# accum_drain

<file path="src/rtl/accum_drain.sv">
// rtl/accum_drain.sv - drains a region of one accumulator column through a 2-entry output FIFO
module accum_drain #(
  parameter int DATA_WIDTH     = 16,
  parameter int MAX_ROWS_NUM   = 128,
  parameter int MAX_OUT_COLS   = 128,
  parameter int SYS_ARR_COLS   = 16,
  localparam int NUM_ACCUM_ROWS = MAX_ROWS_NUM * (MAX_OUT_COLS / SYS_ARR_COLS),
  localparam int AW             = $clog2(NUM_ACCUM_ROWS)
) (
  input  logic                         clk,
  input  logic                         rst_n,
  input  logic                         start,
  input  logic [AW-1:0]                base_addr,
  input  logic [AW:0]                  num_rows,
  input  logic                         relu_en,
  input  logic                         clear_after,
  output logic                         busy,
  output logic                         done,
  output logic                         acc_rd_en,
  output logic [AW-1:0]                acc_rd_address,
  input  logic signed [DATA_WIDTH-1:0] acc_rd_data,
  output logic                         acc_clear,
  output logic                         out_valid,
  input  logic                         out_ready,
  output logic signed [DATA_WIDTH-1:0] out_data,
  output logic                         out_last
);

  typedef enum logic [2:0] {
    S_IDLE,
    S_READ,
    S_DRAIN,
    S_CLEAR,
    S_FIN
  } state_t;

  state_t                       state;
  logic [AW-1:0]                rd_addr;
  logic [AW:0]                  remaining;
  logic                         relu_q;
  logic                         clear_q;

  // one read may be outstanding between acc_rd_en and the FIFO write
  logic                         inflight;
  logic                         inflight_last;

  logic signed [DATA_WIDTH-1:0] fifo_data [2];
  logic                         fifo_last [2];
  logic                         wr_ptr;
  logic                         rd_ptr;
  logic [1:0]                   fifo_count;

  logic                         pop;
  logic                         push;
  logic                         issue;
  logic [1:0]                   occupancy;
  logic [AW-1:0]                next_addr;
  logic signed [DATA_WIDTH-1:0] push_word;

  // Read issue, FIFO handshake and output decode. The head being popped this
  // cycle is credited so a read can be issued every cycle while out_ready
  // stays high; the worst case (ready dropping next cycle) still fits 2 entries.
  always_comb begin
    out_valid  = (fifo_count != 2'd0);
    pop        = out_valid & out_ready;
    push       = inflight;
    occupancy  = fifo_count + {1'b0, inflight} - {1'b0, pop};
    issue      = (state == S_READ) && (occupancy < 2'd2);
    next_addr  = (rd_addr == AW'(NUM_ACCUM_ROWS - 1)) ? '0 : rd_addr + AW'(1);
    push_word  = (relu_q && acc_rd_data[DATA_WIDTH-1]) ? '0 : acc_rd_data;
    acc_rd_en      = issue;
    acc_rd_address = rd_addr;
    acc_clear      = (state == S_CLEAR);
    done           = (state == S_FIN);
    busy           = (state != S_IDLE);
    out_data       = out_valid ? fifo_data[rd_ptr] : '0;
    out_last       = out_valid ? fifo_last[rd_ptr] : 1'b0;
  end

  // Control FSM: config capture, address walk and end-of-region sequencing
  always_ff @(posedge clk or negedge rst_n) begin
    if (!rst_n) begin
      state         <= S_IDLE;
      rd_addr       <= '0;
      remaining     <= '0;
      relu_q        <= 1'b0;
      clear_q       <= 1'b0;
      inflight      <= 1'b0;
      inflight_last <= 1'b0;
    end else begin
      inflight      <= issue;
      inflight_last <= issue && (remaining == (AW+1)'(1));
      case (state)
        S_IDLE: begin
          if (start) begin
            rd_addr   <= base_addr;
            remaining <= num_rows;
            relu_q    <= relu_en;
            clear_q   <= clear_after;
            state     <= (num_rows == '0) ? S_FIN : S_READ;
          end
        end
        S_READ: begin
          if (issue) begin
            rd_addr   <= next_addr;
            remaining <= remaining - (AW+1)'(1);
            if (remaining == (AW+1)'(1)) begin
              state <= S_DRAIN;
            end
          end
        end
        S_DRAIN: begin
          if ((fifo_count == 2'd0) && !inflight) begin
            state <= clear_q ? S_CLEAR : S_FIN;
          end
        end
        S_CLEAR: state <= S_FIN;
        S_FIN:   state <= S_IDLE;
        default: state <= S_IDLE;
      endcase
    end
  end

  // Two-entry output FIFO; push and pop may happen in the same cycle
  always_ff @(posedge clk or negedge rst_n) begin
    if (!rst_n) begin
      for (int i = 0; i < 2; i++) begin
        fifo_data[i] <= '0;
        fifo_last[i] <= 1'b0;
      end
      wr_ptr     <= 1'b0;
      rd_ptr     <= 1'b0;
      fifo_count <= 2'd0;
    end else begin
      if (push) begin
        fifo_data[wr_ptr] <= push_word;
        fifo_last[wr_ptr] <= inflight_last;
        wr_ptr            <= ~wr_ptr;
      end
      if (pop) begin
        rd_ptr <= ~rd_ptr;
      end
      fifo_count <= fifo_count + {1'b0, push} - {1'b0, pop};
    end
  end

endmodule

</file>
<file path="config.mk">
export PLATFORM = sky130hd
export DESIGN_NAME = accum_drain
export DESIGN_NICKNAME = d
export VERILOG_FILES = /design/src/rtl/accum_drain.sv
export SDC_FILE = /design/constraint.sdc
export NUM_CORES = 1
export LEC_CHECK = 0
export CAP_MARGIN = 20
export CORE_ASPECT_RATIO = 1.2
export CORE_UTILIZATION = 57
export CTS_CLUSTER_SIZE = 20
export DETAILED_ROUTE_END_ITERATION = 6
export DONT_BUFFER_PORTS = 1
export PLACE_DENSITY = 0.81
export SLEW_MARGIN = 40
export SYNTH_ARGS = -nofsm -noshare
export SYNTH_HDL_FRONTEND = slang
export SYNTH_SLANG_ARGS = --single-unit
</file>
<file path="constraint.sdc">
create_clock -name clk -period 2.9 [get_ports clk]
set_clock_uncertainty 0.1 [all_clocks]
set_input_delay 0.29 -clock clk [delete_from_list [all_inputs] [get_ports clk]]
set_output_delay 0.29 -clock clk [all_outputs]
set_load 0.05 [all_outputs]
</file>
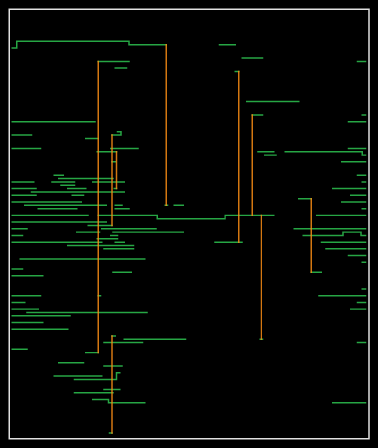
accum_drain: metal layers overlaid
Two of the layers only.
[M4] orange | wire length: 233 um
[M3] green | wire length: 701 um
per-cell routed wire length: 16.24 um
vias: 3065
WL final: 8232 um
GR Util All Layers: 27.64%

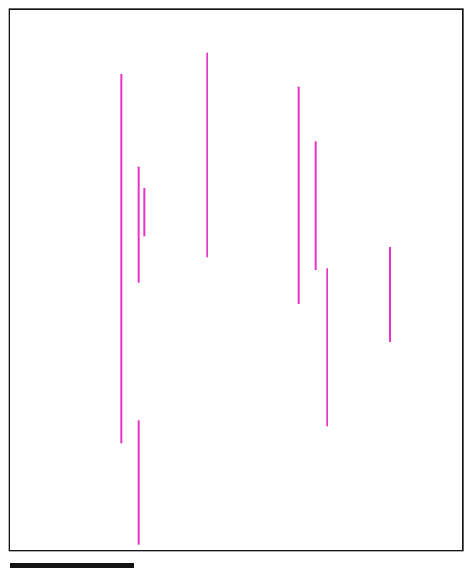
accum_drain: met4 routing
Scale bar: 20 um.
wire length on this layer: 233 um
nets with wire on the layer: 7

==> GITHUB_STEP_SUMMARY <==
### Flow metrics

| Metric | Value |
|---|---|
| Final min period | 2.832 ns |
| Synth flops | 66 |
| Logic area | 0.001659 mm^2 |
| Synth unique cells | 45 |
| Met2 global-route usage | 46.22% |
| Seq/total area | 40.59% |
| Synthesized cell area | 0.003427 mm^2 |
| Data buffer area share | 10.70% |
| Critical Path RT | 3.03 ns |
| Most Crowded Layer GR | met2 |
| Status | complete, no violations |
| Synth Area in Compound Gates | 18.66% |
| # hold bufs at CTS | 8 |
| Drt drc | 0 |
| Ys Warns | 0 |
| P&R area growth vs syn | 18.73% |
| Hold Crit Class | input pin to flip-flop |
| Critical path peak fanout | 6 |
| Via-to-Cell Ratio | 6.045 |
| CTS tree | built |
| Flop2flop setup slack | 0.07 ns |
| Slowest CP cell | a2111o_2 |
| Met1 wire length | 3104 um |
| Core ar. | 0.005743 mm^2 |
| XOR/XNOR Area Share | 1.241% |
| Nature of the critical path endpoint | flip-flop |
| Final Slew Violations | 0 |
| Combinational Gates | 281 |
| Initial Util | 59.67% |
| Final setup vio count | 0 |
| Clock root cell | clkbuf_8 |
| Hold Crit Endpoint | fifo_data[19] |

# rr_req_arbiter_flat

rr_req_arbiter_flat, sequential cells grouped by signal name:
Scale bar: 10 um. Other sequential cells in the stronger grey, the rest of the logic in the fainter grey.
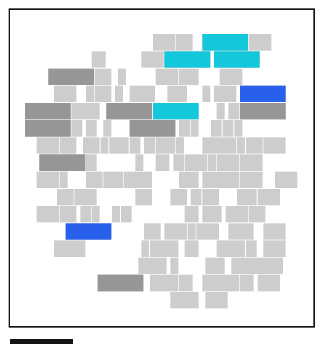
rr_req_arbiter_flat, sizing map:
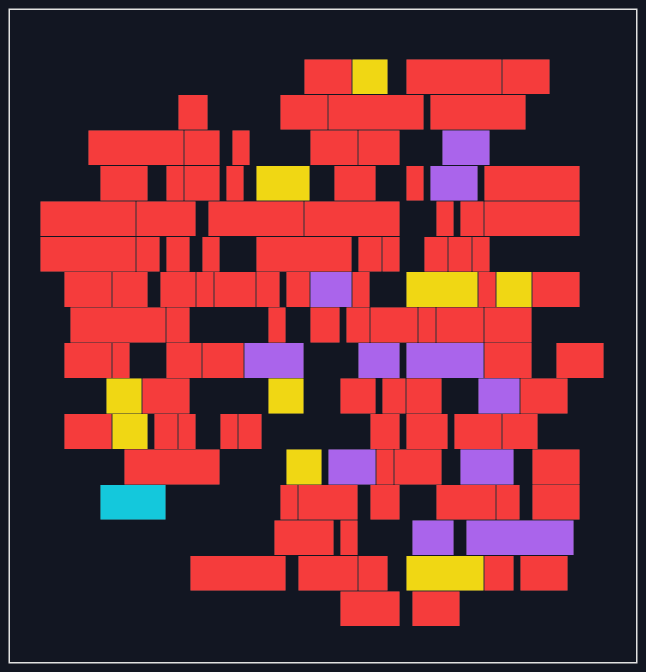
$ cat src/rtl/rr_arb_pkg.sv
// Shared types and helpers for the round-robin request arbiters.
// Helpers work on a fixed 16-bit request space; callers zero-extend and truncate.
package rr_arb_pkg;

    localparam int MAX_REQ   = 16;
    localparam int MAX_IDX_W = 4;

    typedef enum logic {
        IDLE = 1'b0,
        BUSY = 1'b1
    } arb_state_e;

    typedef struct packed {
        logic                 valid;
        logic [MAX_IDX_W-1:0] idx;
    } pick_t;

    function automatic logic [MAX_REQ-1:0] onehot(input logic [MAX_IDX_W-1:0] idx);
        logic [MAX_REQ-1:0] v;
        v      = '0;
        v[idx] = 1'b1;
        return v;
    endfunction

    // Rotated search: look at ptr+1, ptr+2, ... (mod n) and return the first set bit.
    // Iterating from the far end lets the nearest hit overwrite the others.
    function automatic pick_t rr_pick(input logic [MAX_REQ-1:0]   req,
                                      input logic [MAX_IDX_W-1:0] ptr,
                                      input int                   n);
        pick_t      r;
        logic [4:0] j;
        r = '0;
        j = '0;
        for (int i = MAX_REQ; i >= 1; i--) begin
            if (i <= n) begin
                j = {1'b0, ptr} + 5'(i);
                if (j >= 5'(n)) begin
                    j = j - 5'(n);
                end
                if (req[j[3:0]]) begin
                    r.valid = 1'b1;
                    r.idx   = j[3:0];
                end
            end
        end
        return r;
    endfunction

endpackage

$ cat src/rtl/rr_req_arbiter_if.sv
// Request/grant bundle between requesters (master) and the arbiter (slave).
interface rr_req_arbiter_if #(
    parameter int N_REQ = 4
) ();
    localparam int IDX_W = $clog2(N_REQ);

    logic [N_REQ-1:0] req_i;
    logic             done_i;
    logic [N_REQ-1:0] gnt_o;
    logic [IDX_W-1:0] gnt_idx_o;
    logic             busy_o;
    logic             timeout_o;

    modport master (
        output req_i, done_i,
        input  gnt_o, gnt_idx_o, busy_o, timeout_o
    );

    modport slave (
        input  req_i, done_i,
        output gnt_o, gnt_idx_o, busy_o, timeout_o
    );
endinterface

$ cat src/rtl/rr_prio_pick.sv
// Combinational round-robin picker: first requester after ptr_i, wrapping at N_REQ.
module rr_prio_pick
    import rr_arb_pkg::*;
#(
    parameter int N_REQ = 4,
    localparam int IDX_W = $clog2(N_REQ)
) (
    input  logic [N_REQ-1:0] req_i,
    input  logic [IDX_W-1:0] ptr_i,
    output logic             valid_o,
    output logic [IDX_W-1:0] idx_o
);
    pick_t pick;

    always_comb begin
        pick    = rr_pick(MAX_REQ'(req_i), MAX_IDX_W'(ptr_i), N_REQ);
        valid_o = pick.valid;
        idx_o   = IDX_W'(pick.idx);
    end
endmodule

$ cat src/rtl/rr_req_arbiter.sv
// Round-robin arbiter with registered one-hot grant, bounded hold time and
// a mandatory idle cycle between consecutive grants.
module rr_req_arbiter
    import rr_arb_pkg::*;
#(
    parameter int N_REQ    = 4,
    parameter int MAX_HOLD = 8,
    localparam int IDX_W   = $clog2(N_REQ),
    localparam int HOLD_W  = $clog2(MAX_HOLD + 1)
) (
    input  logic              clk_i,
    input  logic              rst_i,
    rr_req_arbiter_if.slave   bus
);
    localparam logic [HOLD_W-1:0] HOLD_LAST = HOLD_W'(MAX_HOLD - 1);
    localparam logic [IDX_W-1:0]  PTR_RST   = IDX_W'(N_REQ - 1);

    arb_state_e        state_q, state_d;
    logic [HOLD_W-1:0] hold_q, hold_d;
    logic [IDX_W-1:0]  ptr_q, ptr_d;
    logic [N_REQ-1:0]  gnt_q, gnt_d;
    logic [IDX_W-1:0]  idx_q, idx_d;
    logic              busy_q, busy_d;
    logic              timeout_q, timeout_d;

    logic              pick_valid;
    logic [IDX_W-1:0]  pick_idx;
    logic              hit_limit;
    logic              early_rel;
    logic              release_now;

    rr_prio_pick #(.N_REQ(N_REQ)) u_pick (
        .req_i   (bus.req_i),
        .ptr_i   (ptr_q),
        .valid_o (pick_valid),
        .idx_o   (pick_idx)
    );

    // A grantee's own release (done or dropped request) takes precedence over the timeout.
    assign hit_limit   = (hold_q == HOLD_LAST);
    assign early_rel   = bus.done_i || !bus.req_i[idx_q];
    assign release_now = early_rel || hit_limit;

    always_ff @(posedge clk_i) begin
        if (rst_i) begin
            state_q   <= IDLE;
            hold_q    <= '0;
            ptr_q     <= PTR_RST;
            gnt_q     <= '0;
            idx_q     <= '0;
            busy_q    <= 1'b0;
            timeout_q <= 1'b0;
        end else begin
            state_q   <= state_d;
            hold_q    <= hold_d;
            ptr_q     <= ptr_d;
            gnt_q     <= gnt_d;
            idx_q     <= idx_d;
            busy_q    <= busy_d;
            timeout_q <= timeout_d;
        end
    end

    always_comb begin
        state_d = state_q;
        unique case (state_q)
            IDLE:    if (pick_valid)  state_d = BUSY;
            BUSY:    if (release_now) state_d = IDLE;
            default: state_d = IDLE;
        endcase
    end

    always_comb begin
        hold_d    = hold_q;
        ptr_d     = ptr_q;
        gnt_d     = '0;
        idx_d     = idx_q;
        busy_d    = 1'b0;
        timeout_d = 1'b0;
        unique case (state_q)
            IDLE: begin
                if (pick_valid) begin
                    gnt_d  = N_REQ'(onehot(MAX_IDX_W'(pick_idx)));
                    idx_d  = pick_idx;
                    busy_d = 1'b1;
                    ptr_d  = pick_idx;
                    hold_d = '0;
                end
            end
            BUSY: begin
                if (release_now) begin
                    hold_d    = '0;
                    timeout_d = hit_limit && !early_rel;
                end else begin
                    hold_d = hold_q + 1'b1;
                    gnt_d  = gnt_q;
                    busy_d = 1'b1;
                end
            end
            default: ;
        endcase
    end

    assign bus.gnt_o     = gnt_q;
    assign bus.gnt_idx_o = idx_q;
    assign bus.busy_o    = busy_q;
    assign bus.timeout_o = timeout_q;
endmodule
$ cat src/flat_wrapper.sv
// flat-port wrapper written by rule: the top's interface ports become plain ports
module rr_req_arbiter_flat import rr_arb_pkg::*;
#(
    parameter int N_REQ    = 4,
    parameter int MAX_HOLD = 8,
    localparam int IDX_W   = $clog2(N_REQ),
    localparam int HOLD_W  = $clog2(MAX_HOLD + 1)
)
  (clk_i, rst_i, bus_req_i, bus_done_i, bus_gnt_o, bus_gnt_idx_o, bus_busy_o, bus_timeout_o);
  rr_req_arbiter_if #(.N_REQ(N_REQ)) bus_i ();
  input  logic clk_i;
  input  logic rst_i;
  input wire logic [$bits(bus_i.req_i)-1:0] bus_req_i;
  input wire logic [$bits(bus_i.done_i)-1:0] bus_done_i;
  output wire logic [$bits(bus_i.gnt_o)-1:0] bus_gnt_o;
  output wire logic [$bits(bus_i.gnt_idx_o)-1:0] bus_gnt_idx_o;
  output wire logic [$bits(bus_i.busy_o)-1:0] bus_busy_o;
  output wire logic [$bits(bus_i.timeout_o)-1:0] bus_timeout_o;
  assign bus_i.req_i = bus_req_i;
  assign bus_i.done_i = bus_done_i;
  assign bus_gnt_o = bus_i.gnt_o;
  assign bus_gnt_idx_o = bus_i.gnt_idx_o;
  assign bus_busy_o = bus_i.busy_o;
  assign bus_timeout_o = bus_i.timeout_o;
  rr_req_arbiter #(.N_REQ(N_REQ), .MAX_HOLD(MAX_HOLD)) u_core (.clk_i(clk_i), .rst_i(rst_i), .bus(bus_i));
endmodule
$ cat config.mk
export PLATFORM = sky130hd
export DESIGN_NAME = rr_req_arbiter_flat
export DESIGN_NICKNAME = d
export VERILOG_FILES = /design/src/rtl/rr_arb_pkg.sv /design/src/rtl/rr_req_arbiter_if.sv /design/src/rtl/rr_prio_pick.sv /design/src/rtl/rr_req_arbiter.sv /design/src/flat_wrapper.sv
export SDC_FILE = /design/constraint.sdc
export NUM_CORES = 1
export LEC_CHECK = 0
export CORE_AREA = 2 2 46 48
export CTS_CLUSTER_SIZE = 28
export DETAILED_ROUTE_END_ITERATION = 12
export DIE_AREA = 0 0 48 50
export GPL_ROUTABILITY_DRIVEN = 0
export PLACE_DENSITY = 0.73
export SYNTH_ARGS = -nofsm -noshare
export SYNTH_HDL_FRONTEND = slang
export SYNTH_HIERARCHICAL = 1
export SYNTH_SLANG_ARGS = --single-unit
$ cat constraint.sdc
create_clock -name clk_i -period 2.6 [get_ports clk_i]
set_input_delay 0.52 -clock clk_i [delete_from_list [all_inputs] [get_ports clk_i]]
set_output_delay 0.52 -clock clk_i [all_outputs]
set_load 0.02 [all_outputs]
==> GITHUB_STEP_SUMMARY <==
### Flow metrics

| Metric | Value |
|---|---|
| Status | complete, no violations |
| Setup_tns | 0 ns |
| Pwr top | combinational logic |
| Most Crowded Layer GR | met2 |
| Avg Cell Area, Syn | 9.410 um^2 |
| Share of cells above drive strength 1 | 18.26% |
| DP Worst Slack | 0.09633 ns |
| Clk latency of the worst-skew pair | 0.28 ns |
| Worst Setup SP | bus_req_i[3] |
| Final-layout clock buffer total | 4 |
| CP most frequent cell | nor2_1 |
| GRT overflow | 0 |
| CTS tree | built |
| Main area contributors after synthesis | dfxtp_1, ha_1, mux2i_1 |
| Cell Pwr Density | 1110 mW/mm^2 |
| Synth area leader | dfxtp_1 |
| Path length in cells of the critical path | 8 |
| Largest cell class | multi-input combinational cells |
| Comb pwr share | 61.7% |
| I/O pins | 15 |
| RSZ-0062 raised after global routing | false |
| Met2 global-route usage | 27.78% |
| M3 GR Usage | 4.396% |
| PnR Total Power | 1.244 mW |
| Final min period | 2.215 ns |
About 'sequential cells grouped by signal name' of rr_req_arbiter_flat:
[`u_core/bus.gnt_idx_o`] blue | sequential cells: 2
[`u_core/bus.gnt_o`] cyan | sequential cells: 4
Seq. pwr: 0.321 mW
Seq/total area: 25.00%
register area: 280.3 um^2

About 'sizing map' of rr_req_arbiter_flat:
[x1 and smaller] red | cells: 94 | share: 82%
[x2] purple | cells: 11 | share: 9.6%
[x6 and larger] cyan | cells: 1 | share: 0.87%
[x3 and x4] yellow | cells: 9 | share: 7.8%
Setup WS post-layout: 0.3851 ns
Buffers, non-clock: 17
P&R area growth vs syn: 24.10%


# vx_tcu_drl_excep_acc

vx_tcu_drl_excep_acc, sequential cells grouped by signal name:
Scale bar: 20 um. Other sequential cells in the stronger grey, the rest of the logic in the fainter grey.
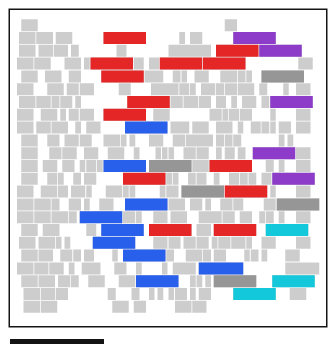
vx_tcu_drl_excep_acc, routing congestion map:
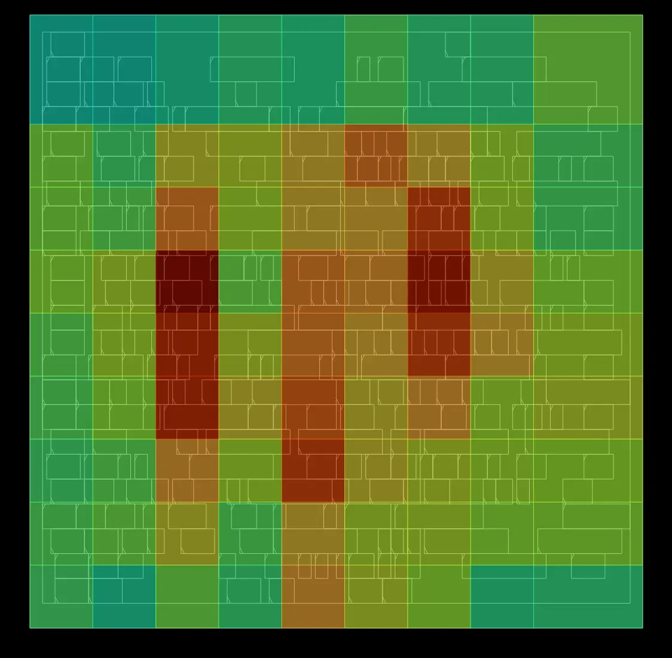
vx_tcu_drl_excep_acc, metal layers overlaid:
Two of the layers only.
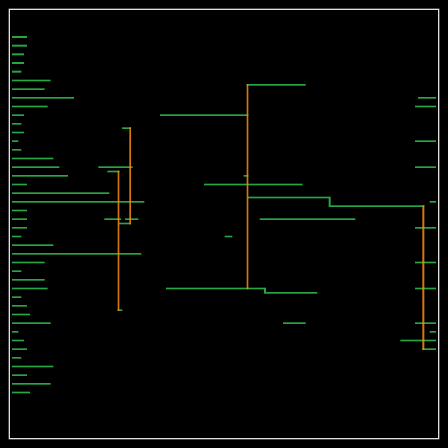
**config.mk**
```make
export PLATFORM = sky130hd
export DESIGN_NAME = vx_tcu_drl_excep_acc
export DESIGN_NICKNAME = d
export VERILOG_FILES = /design/src/rtl/vx_tcu_drl_excep_acc_pkg.sv /design/src/rtl/vx_tcu_excep_lane.sv /design/src/rtl/vx_tcu_drl_excep_acc.sv
export SDC_FILE = /design/constraint.sdc
export NUM_CORES = 1
export LEC_CHECK = 0
export CAP_MARGIN = 20
export CORE_MARGIN = 1
export CORE_UTILIZATION = 42
export CTS_BUF_LIST = sky130_fd_sc_hd__clkbuf_4
export CTS_CLUSTER_SIZE = 20
export DETAILED_ROUTE_END_ITERATION = 10
export PLACE_DENSITY = 0.78
export SLEW_MARGIN = 30
export SYNTH_ARGS = -nofsm -noshare
export SYNTH_HDL_FRONTEND = slang
export SYNTH_SLANG_ARGS = --single-unit
```
**constraint.sdc**
```tcl
create_clock -name clk -period 1.5 [get_ports clk]
set_input_delay 0.3 -clock clk [delete_from_list [all_inputs] [get_ports clk]]
set_output_delay 0.3 -clock clk [all_outputs]
set_load 0.01 [all_outputs]
```
**src/rtl/vx_tcu_drl_excep_acc_pkg.sv**
```systemverilog
// Shared types for the TCU FEDP exception tracker: operand/result classes,
// format IDs, the per-tile accumulator and the per-beat reduced flags.
package vx_tcu_drl_excep_acc_pkg;

  localparam logic [2:0] TCU_FP32_ID = 3'd0;
  localparam logic [2:0] TCU_FP16_ID = 3'd1;
  localparam logic [2:0] TCU_BF16_ID = 3'd2;

  // Accumulator counter width; MAX_STEPS must fit in it.
  localparam int unsigned ACC_CNTW = 8;

  typedef struct packed {
    logic sign;
    logic nan;
    logic inf;
    logic zero;
  } fedp_class_t;

  typedef struct packed {
    logic sign;
    logic is_nan;
    logic is_inf;
  } fedp_excep_t;

  typedef struct packed {
    logic                nan;
    logic                pos;
    logic                neg;
    logic                nv;
    logic                err;
    logic [ACC_CNTW-1:0] cnt;
  } tcu_excep_acc_t;

  // One classified beat after lane reduction, plus the seed taken from c.
  typedef struct packed {
    logic first;
    logic last;
    logic seed_nan;
    logic seed_pos;
    logic seed_neg;
    logic any_nan;
    logic any_pos;
    logic any_neg;
    logic any_nv;
  } tcu_excep_beat_t;

  typedef enum logic {
    ST_IDLE  = 1'b0,
    ST_ACCUM = 1'b1
  } tcu_excep_state_t;

  function automatic logic fmt_supported(input logic [2:0] fmt);
    return (fmt == TCU_FP32_ID) || (fmt == TCU_FP16_ID) || (fmt == TCU_BF16_ID);
  endfunction

endpackage

```
**src/rtl/vx_tcu_excep_lane.sv**
```systemverilog
// Combinational classifier for one product lane a*b.
// Ports: a, b operand classes; en effective lane mask;
//        nan_c/inf_c product is NaN/Inf, sign_c product sign, nv_c inf*zero.
module vx_tcu_excep_lane
  import vx_tcu_drl_excep_acc_pkg::*;
(
  input  fedp_class_t a,
  input  fedp_class_t b,
  input  logic        en,
  output logic        nan_c,
  output logic        inf_c,
  output logic        sign_c,
  output logic        nv_c
);

  logic inf_z;

  // inf * 0 is the only invalid product; it yields NaN, never Inf.
  assign inf_z  = (a.inf & b.zero) | (a.zero & b.inf);
  assign nan_c  = (a.nan | b.nan | inf_z) & en;
  assign inf_c  = (a.inf | b.inf) & ~inf_z & en;
  assign sign_c = a.sign ^ b.sign;
  assign nv_c   = inf_z & en;

endmodule

```
**src/rtl/vx_tcu_drl_excep_acc.sv**
```systemverilog
// Sequential exception tracker for the FEDP datapath. Classifies each
// K-step beat, folds it into a sticky per-tile accumulator and emits the
// IEEE special-value outcome once per tile on the last beat.
// Ports: clk/reset_n; in_* step beat (valid/ready, first/last, fmt, mask,
//        lane classes a/b, accumulator class c); out_* tile result
//        (valid/ready, excep, nv, seq_err, steps).
module vx_tcu_drl_excep_acc
  import vx_tcu_drl_excep_acc_pkg::*;
#(
  parameter int unsigned N         = 2,
  parameter int unsigned PIPE_S1   = 1,
  parameter int unsigned MAX_STEPS = 16,
  localparam int unsigned TCK      = 2 * N,
  localparam int unsigned CNTW     = $clog2(MAX_STEPS + 1)
) (
  input  logic                    clk,
  input  logic                    reset_n,
  input  logic                    in_valid,
  output logic                    in_ready,
  input  logic                    in_first,
  input  logic                    in_last,
  input  logic [2:0]              in_fmt,
  input  logic [TCK-1:0]          in_mask,
  input  fedp_class_t [TCK-1:0]   cls_a,
  input  fedp_class_t [TCK-1:0]   cls_b,
  input  fedp_class_t             cls_c,
  output logic                    out_valid,
  input  logic                    out_ready,
  output fedp_excep_t             out_excep,
  output logic                    out_nv,
  output logic                    out_seq_err,
  output logic [CNTW-1:0]         out_steps
);

  // Whole pipeline stalls only while a result sits unaccepted.
  logic adv;
  assign adv      = ~out_valid | out_ready;
  assign in_ready = adv;

  // ---------------- Lane classification ----------------
  logic           fmt_ok;
  logic [TCK-1:0] eff_mask;
  logic [TCK-1:0] l_nan;
  logic [TCK-1:0] l_inf;
  logic [TCK-1:0] l_sign;
  logic [TCK-1:0] l_nv;

  assign fmt_ok = fmt_supported(in_fmt);

  for (genvar i = 0; i < TCK; i++) begin : g_lane
    // TF32 packs one product per lane pair; odd lanes carry no data.
    assign eff_mask[i] = in_mask[i] & fmt_ok &
                         ((in_fmt != TCU_FP32_ID) | ((i % 2) == 0));

    vx_tcu_excep_lane u_lane (
      .a      (cls_a[i]),
      .b      (cls_b[i]),
      .en     (eff_mask[i]),
      .nan_c  (l_nan[i]),
      .inf_c  (l_inf[i]),
      .sign_c (l_sign[i]),
      .nv_c   (l_nv[i])
    );
  end

  // Reduce lanes to per-beat flags; an unsupported format poisons the beat.
  tcu_excep_beat_t beat_c;
  always_comb begin
    beat_c          = '0;
    beat_c.first    = in_first;
    beat_c.last     = in_last;
    beat_c.seed_nan = cls_c.nan;
    beat_c.seed_pos = cls_c.inf & ~cls_c.sign;
    beat_c.seed_neg = cls_c.inf & cls_c.sign;
    beat_c.any_nan  = (|l_nan) | ~fmt_ok;
    beat_c.any_pos  = |(l_inf & ~l_sign);
    beat_c.any_neg  = |(l_inf & l_sign);
    beat_c.any_nv   = (|l_nv) | ~fmt_ok;
  end

  logic unused_cls_c;
  assign unused_cls_c = cls_c.zero;

  // ---------------- Optional S1 register ----------------
  logic            s1_valid;
  tcu_excep_beat_t s1_beat;

  if (PIPE_S1 != 0) begin : g_s1_reg
    always_ff @(posedge clk or negedge reset_n) begin
      if (!reset_n) begin
        s1_valid <= 1'b0;
        s1_beat  <= '0;
      end else if (adv) begin
        s1_valid <= in_valid;
        s1_beat  <= beat_c;
      end
    end
  end else begin : g_s1_bypass
    assign s1_valid = in_valid;
    assign s1_beat  = beat_c;
  end

  // ---------------- Accumulator (S2) ----------------
  tcu_excep_state_t state_q;
  tcu_excep_acc_t   acc_q;
  tcu_excep_acc_t   base_c;
  tcu_excep_acc_t   next_c;

  // Pick the base the beat folds into, then OR in the beat flags.
  always_comb begin
    base_c = acc_q;
    if (s1_beat.first) begin
      base_c     = '0;
      base_c.nan = s1_beat.seed_nan;
      base_c.pos = s1_beat.seed_pos;
      base_c.neg = s1_beat.seed_neg;
      // A new first while a tile is open abandons that tile.
      base_c.err = (state_q == ST_ACCUM);
    end else if (state_q == ST_IDLE) begin
      // Orphan beat: start clean, c is not sampled, flag the tile.
      base_c     = '0;
      base_c.err = 1'b1;
    end

    next_c     = base_c;
    next_c.nan = base_c.nan | s1_beat.any_nan;
    next_c.pos = base_c.pos | s1_beat.any_pos;
    next_c.neg = base_c.neg | s1_beat.any_neg;
    next_c.nv  = base_c.nv  | s1_beat.any_nv;
    next_c.cnt = (base_c.cnt >= ACC_CNTW'(MAX_STEPS)) ? ACC_CNTW'(MAX_STEPS)
                                                      : base_c.cnt + ACC_CNTW'(1);
  end

  // Final IEEE outcome: +inf and -inf together collapse to an invalid NaN.
  logic        clash_c;
  logic        res_nan_c;
  fedp_excep_t res_excep_c;

  assign clash_c            = next_c.pos & next_c.neg;
  assign res_nan_c          = next_c.nan | clash_c;
  assign res_excep_c.is_nan = res_nan_c;
  assign res_excep_c.is_inf = (next_c.pos | next_c.neg) & ~res_nan_c;
  assign res_excep_c.sign   = next_c.neg & ~next_c.pos;

  // Tile sequencing, accumulator update and registered result.
  always_ff @(posedge clk or negedge reset_n) begin
    if (!reset_n) begin
      state_q     <= ST_IDLE;
      acc_q       <= '0;
      out_valid   <= 1'b0;
      out_excep   <= '0;
      out_nv      <= 1'b0;
      out_seq_err <= 1'b0;
      out_steps   <= '0;
    end else if (adv) begin
      out_valid <= 1'b0;
      if (s1_valid) begin
        if (s1_beat.last) begin
          state_q     <= ST_IDLE;
          acc_q       <= '0;
          out_valid   <= 1'b1;
          out_excep   <= res_excep_c;
          out_nv      <= next_c.nv | clash_c;
          out_seq_err <= next_c.err;
          out_steps   <= CNTW'(next_c.cnt);
        end else begin
          state_q <= ST_ACCUM;
          acc_q   <= next_c;
        end
      end
    end
  end

endmodule

```
==> GITHUB_STEP_SUMMARY <==
### Flow metrics

| Metric | Value |
|---|---|
| PnR Total Power | 2.750 mW |
| Core ar. | 0.004029 mm^2 |
| Maxcap violations | 0 |
| Setup_tns | 0 ns |
| Port bufs | 59 |
| Status | complete, no violations |
| # Taps | 50 |
| Clk pwr | 0.467 mW |
| Vias in the first global route | 1725 |
| OpenROAD warning count | 27 |
| Logic area | 928.4 um^2 |
| Synth cell count leaders | nand2_1, dfrtp_1, nor2_1 |
| Synth Area in Compound Gates | 20.07% |
| Final Slew Violations | 0 |
| Worst Setup SP | acc_q[7] |
| Chip area | 0.004510 mm^2 |
| Sequential element share of the synthesized area | 49.12% |
| Leakage | 1.245 nW |
| Drt drc | 0 |
| Logic share of the area | 33.96% |
| WL final | 4145 um |
| Int Power | 1.877 mW |
| Synth top area share | 49.12% |
| Flop2flop setup slack | 0.04 ns |
| Comb pwr share | 37.3% |
| I/O pins | 61 |
| Buffers, non-clock | 89 |
| Flip-flops with a built-in enable | 0 |
| Via-to-Cell Ratio | 5.236 |
## Picture notes: 'sequential cells grouped by signal name' of vx_tcu_drl_excep_acc
[`out_steps`] purple | sequential cells: 5
[`out_excep`] cyan | sequential cells: 3
[`acc_q`] red | sequential cells: 13
[`s1_beat`] blue | sequential cells: 9

## Picture notes: 'routing congestion map' of vx_tcu_drl_excep_acc
M1 GR Usage: 22.16%
GR Util All Layers: 20.52%

## Picture notes: 'metal layers overlaid' of vx_tcu_drl_excep_acc
[M4] orange | wire length: 91.1 um
[M3] green | wire length: 338 um



==> layout pictures side by side <==
Gate families picked out.
Plate I
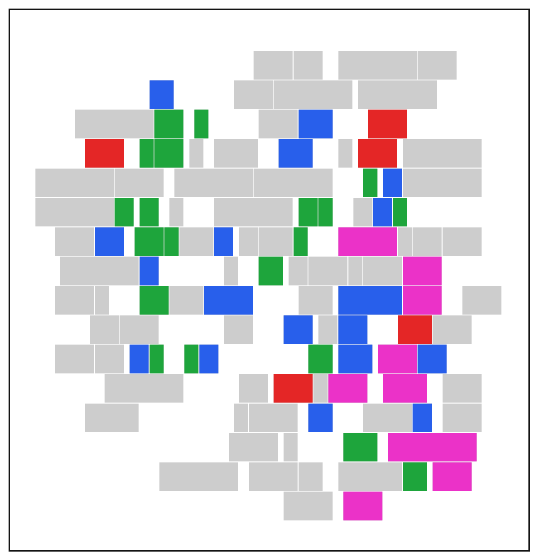
Plate II
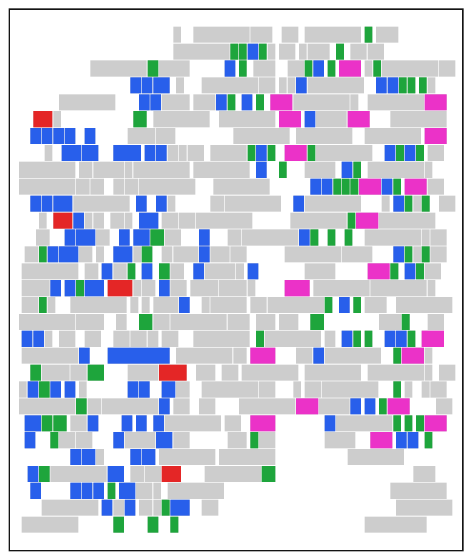
Plate III
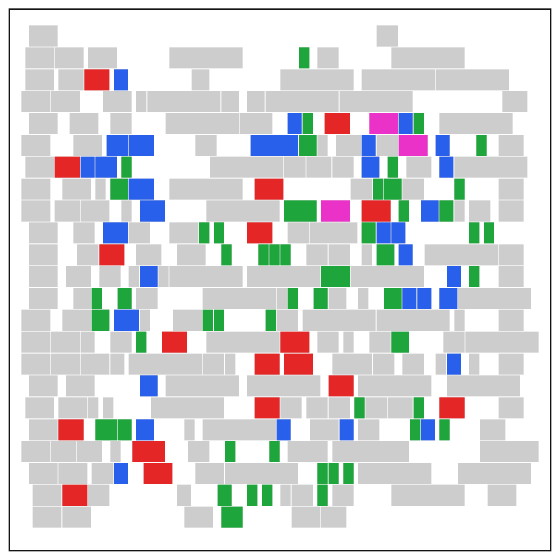
- Plate III = vx_tcu_drl_excep_acc
- Plate II = accum_drain
- Plate I = rr_req_arbiter_flat
The one with the fewest cells is Plate I.

Power and IR drop assume default switching activity.
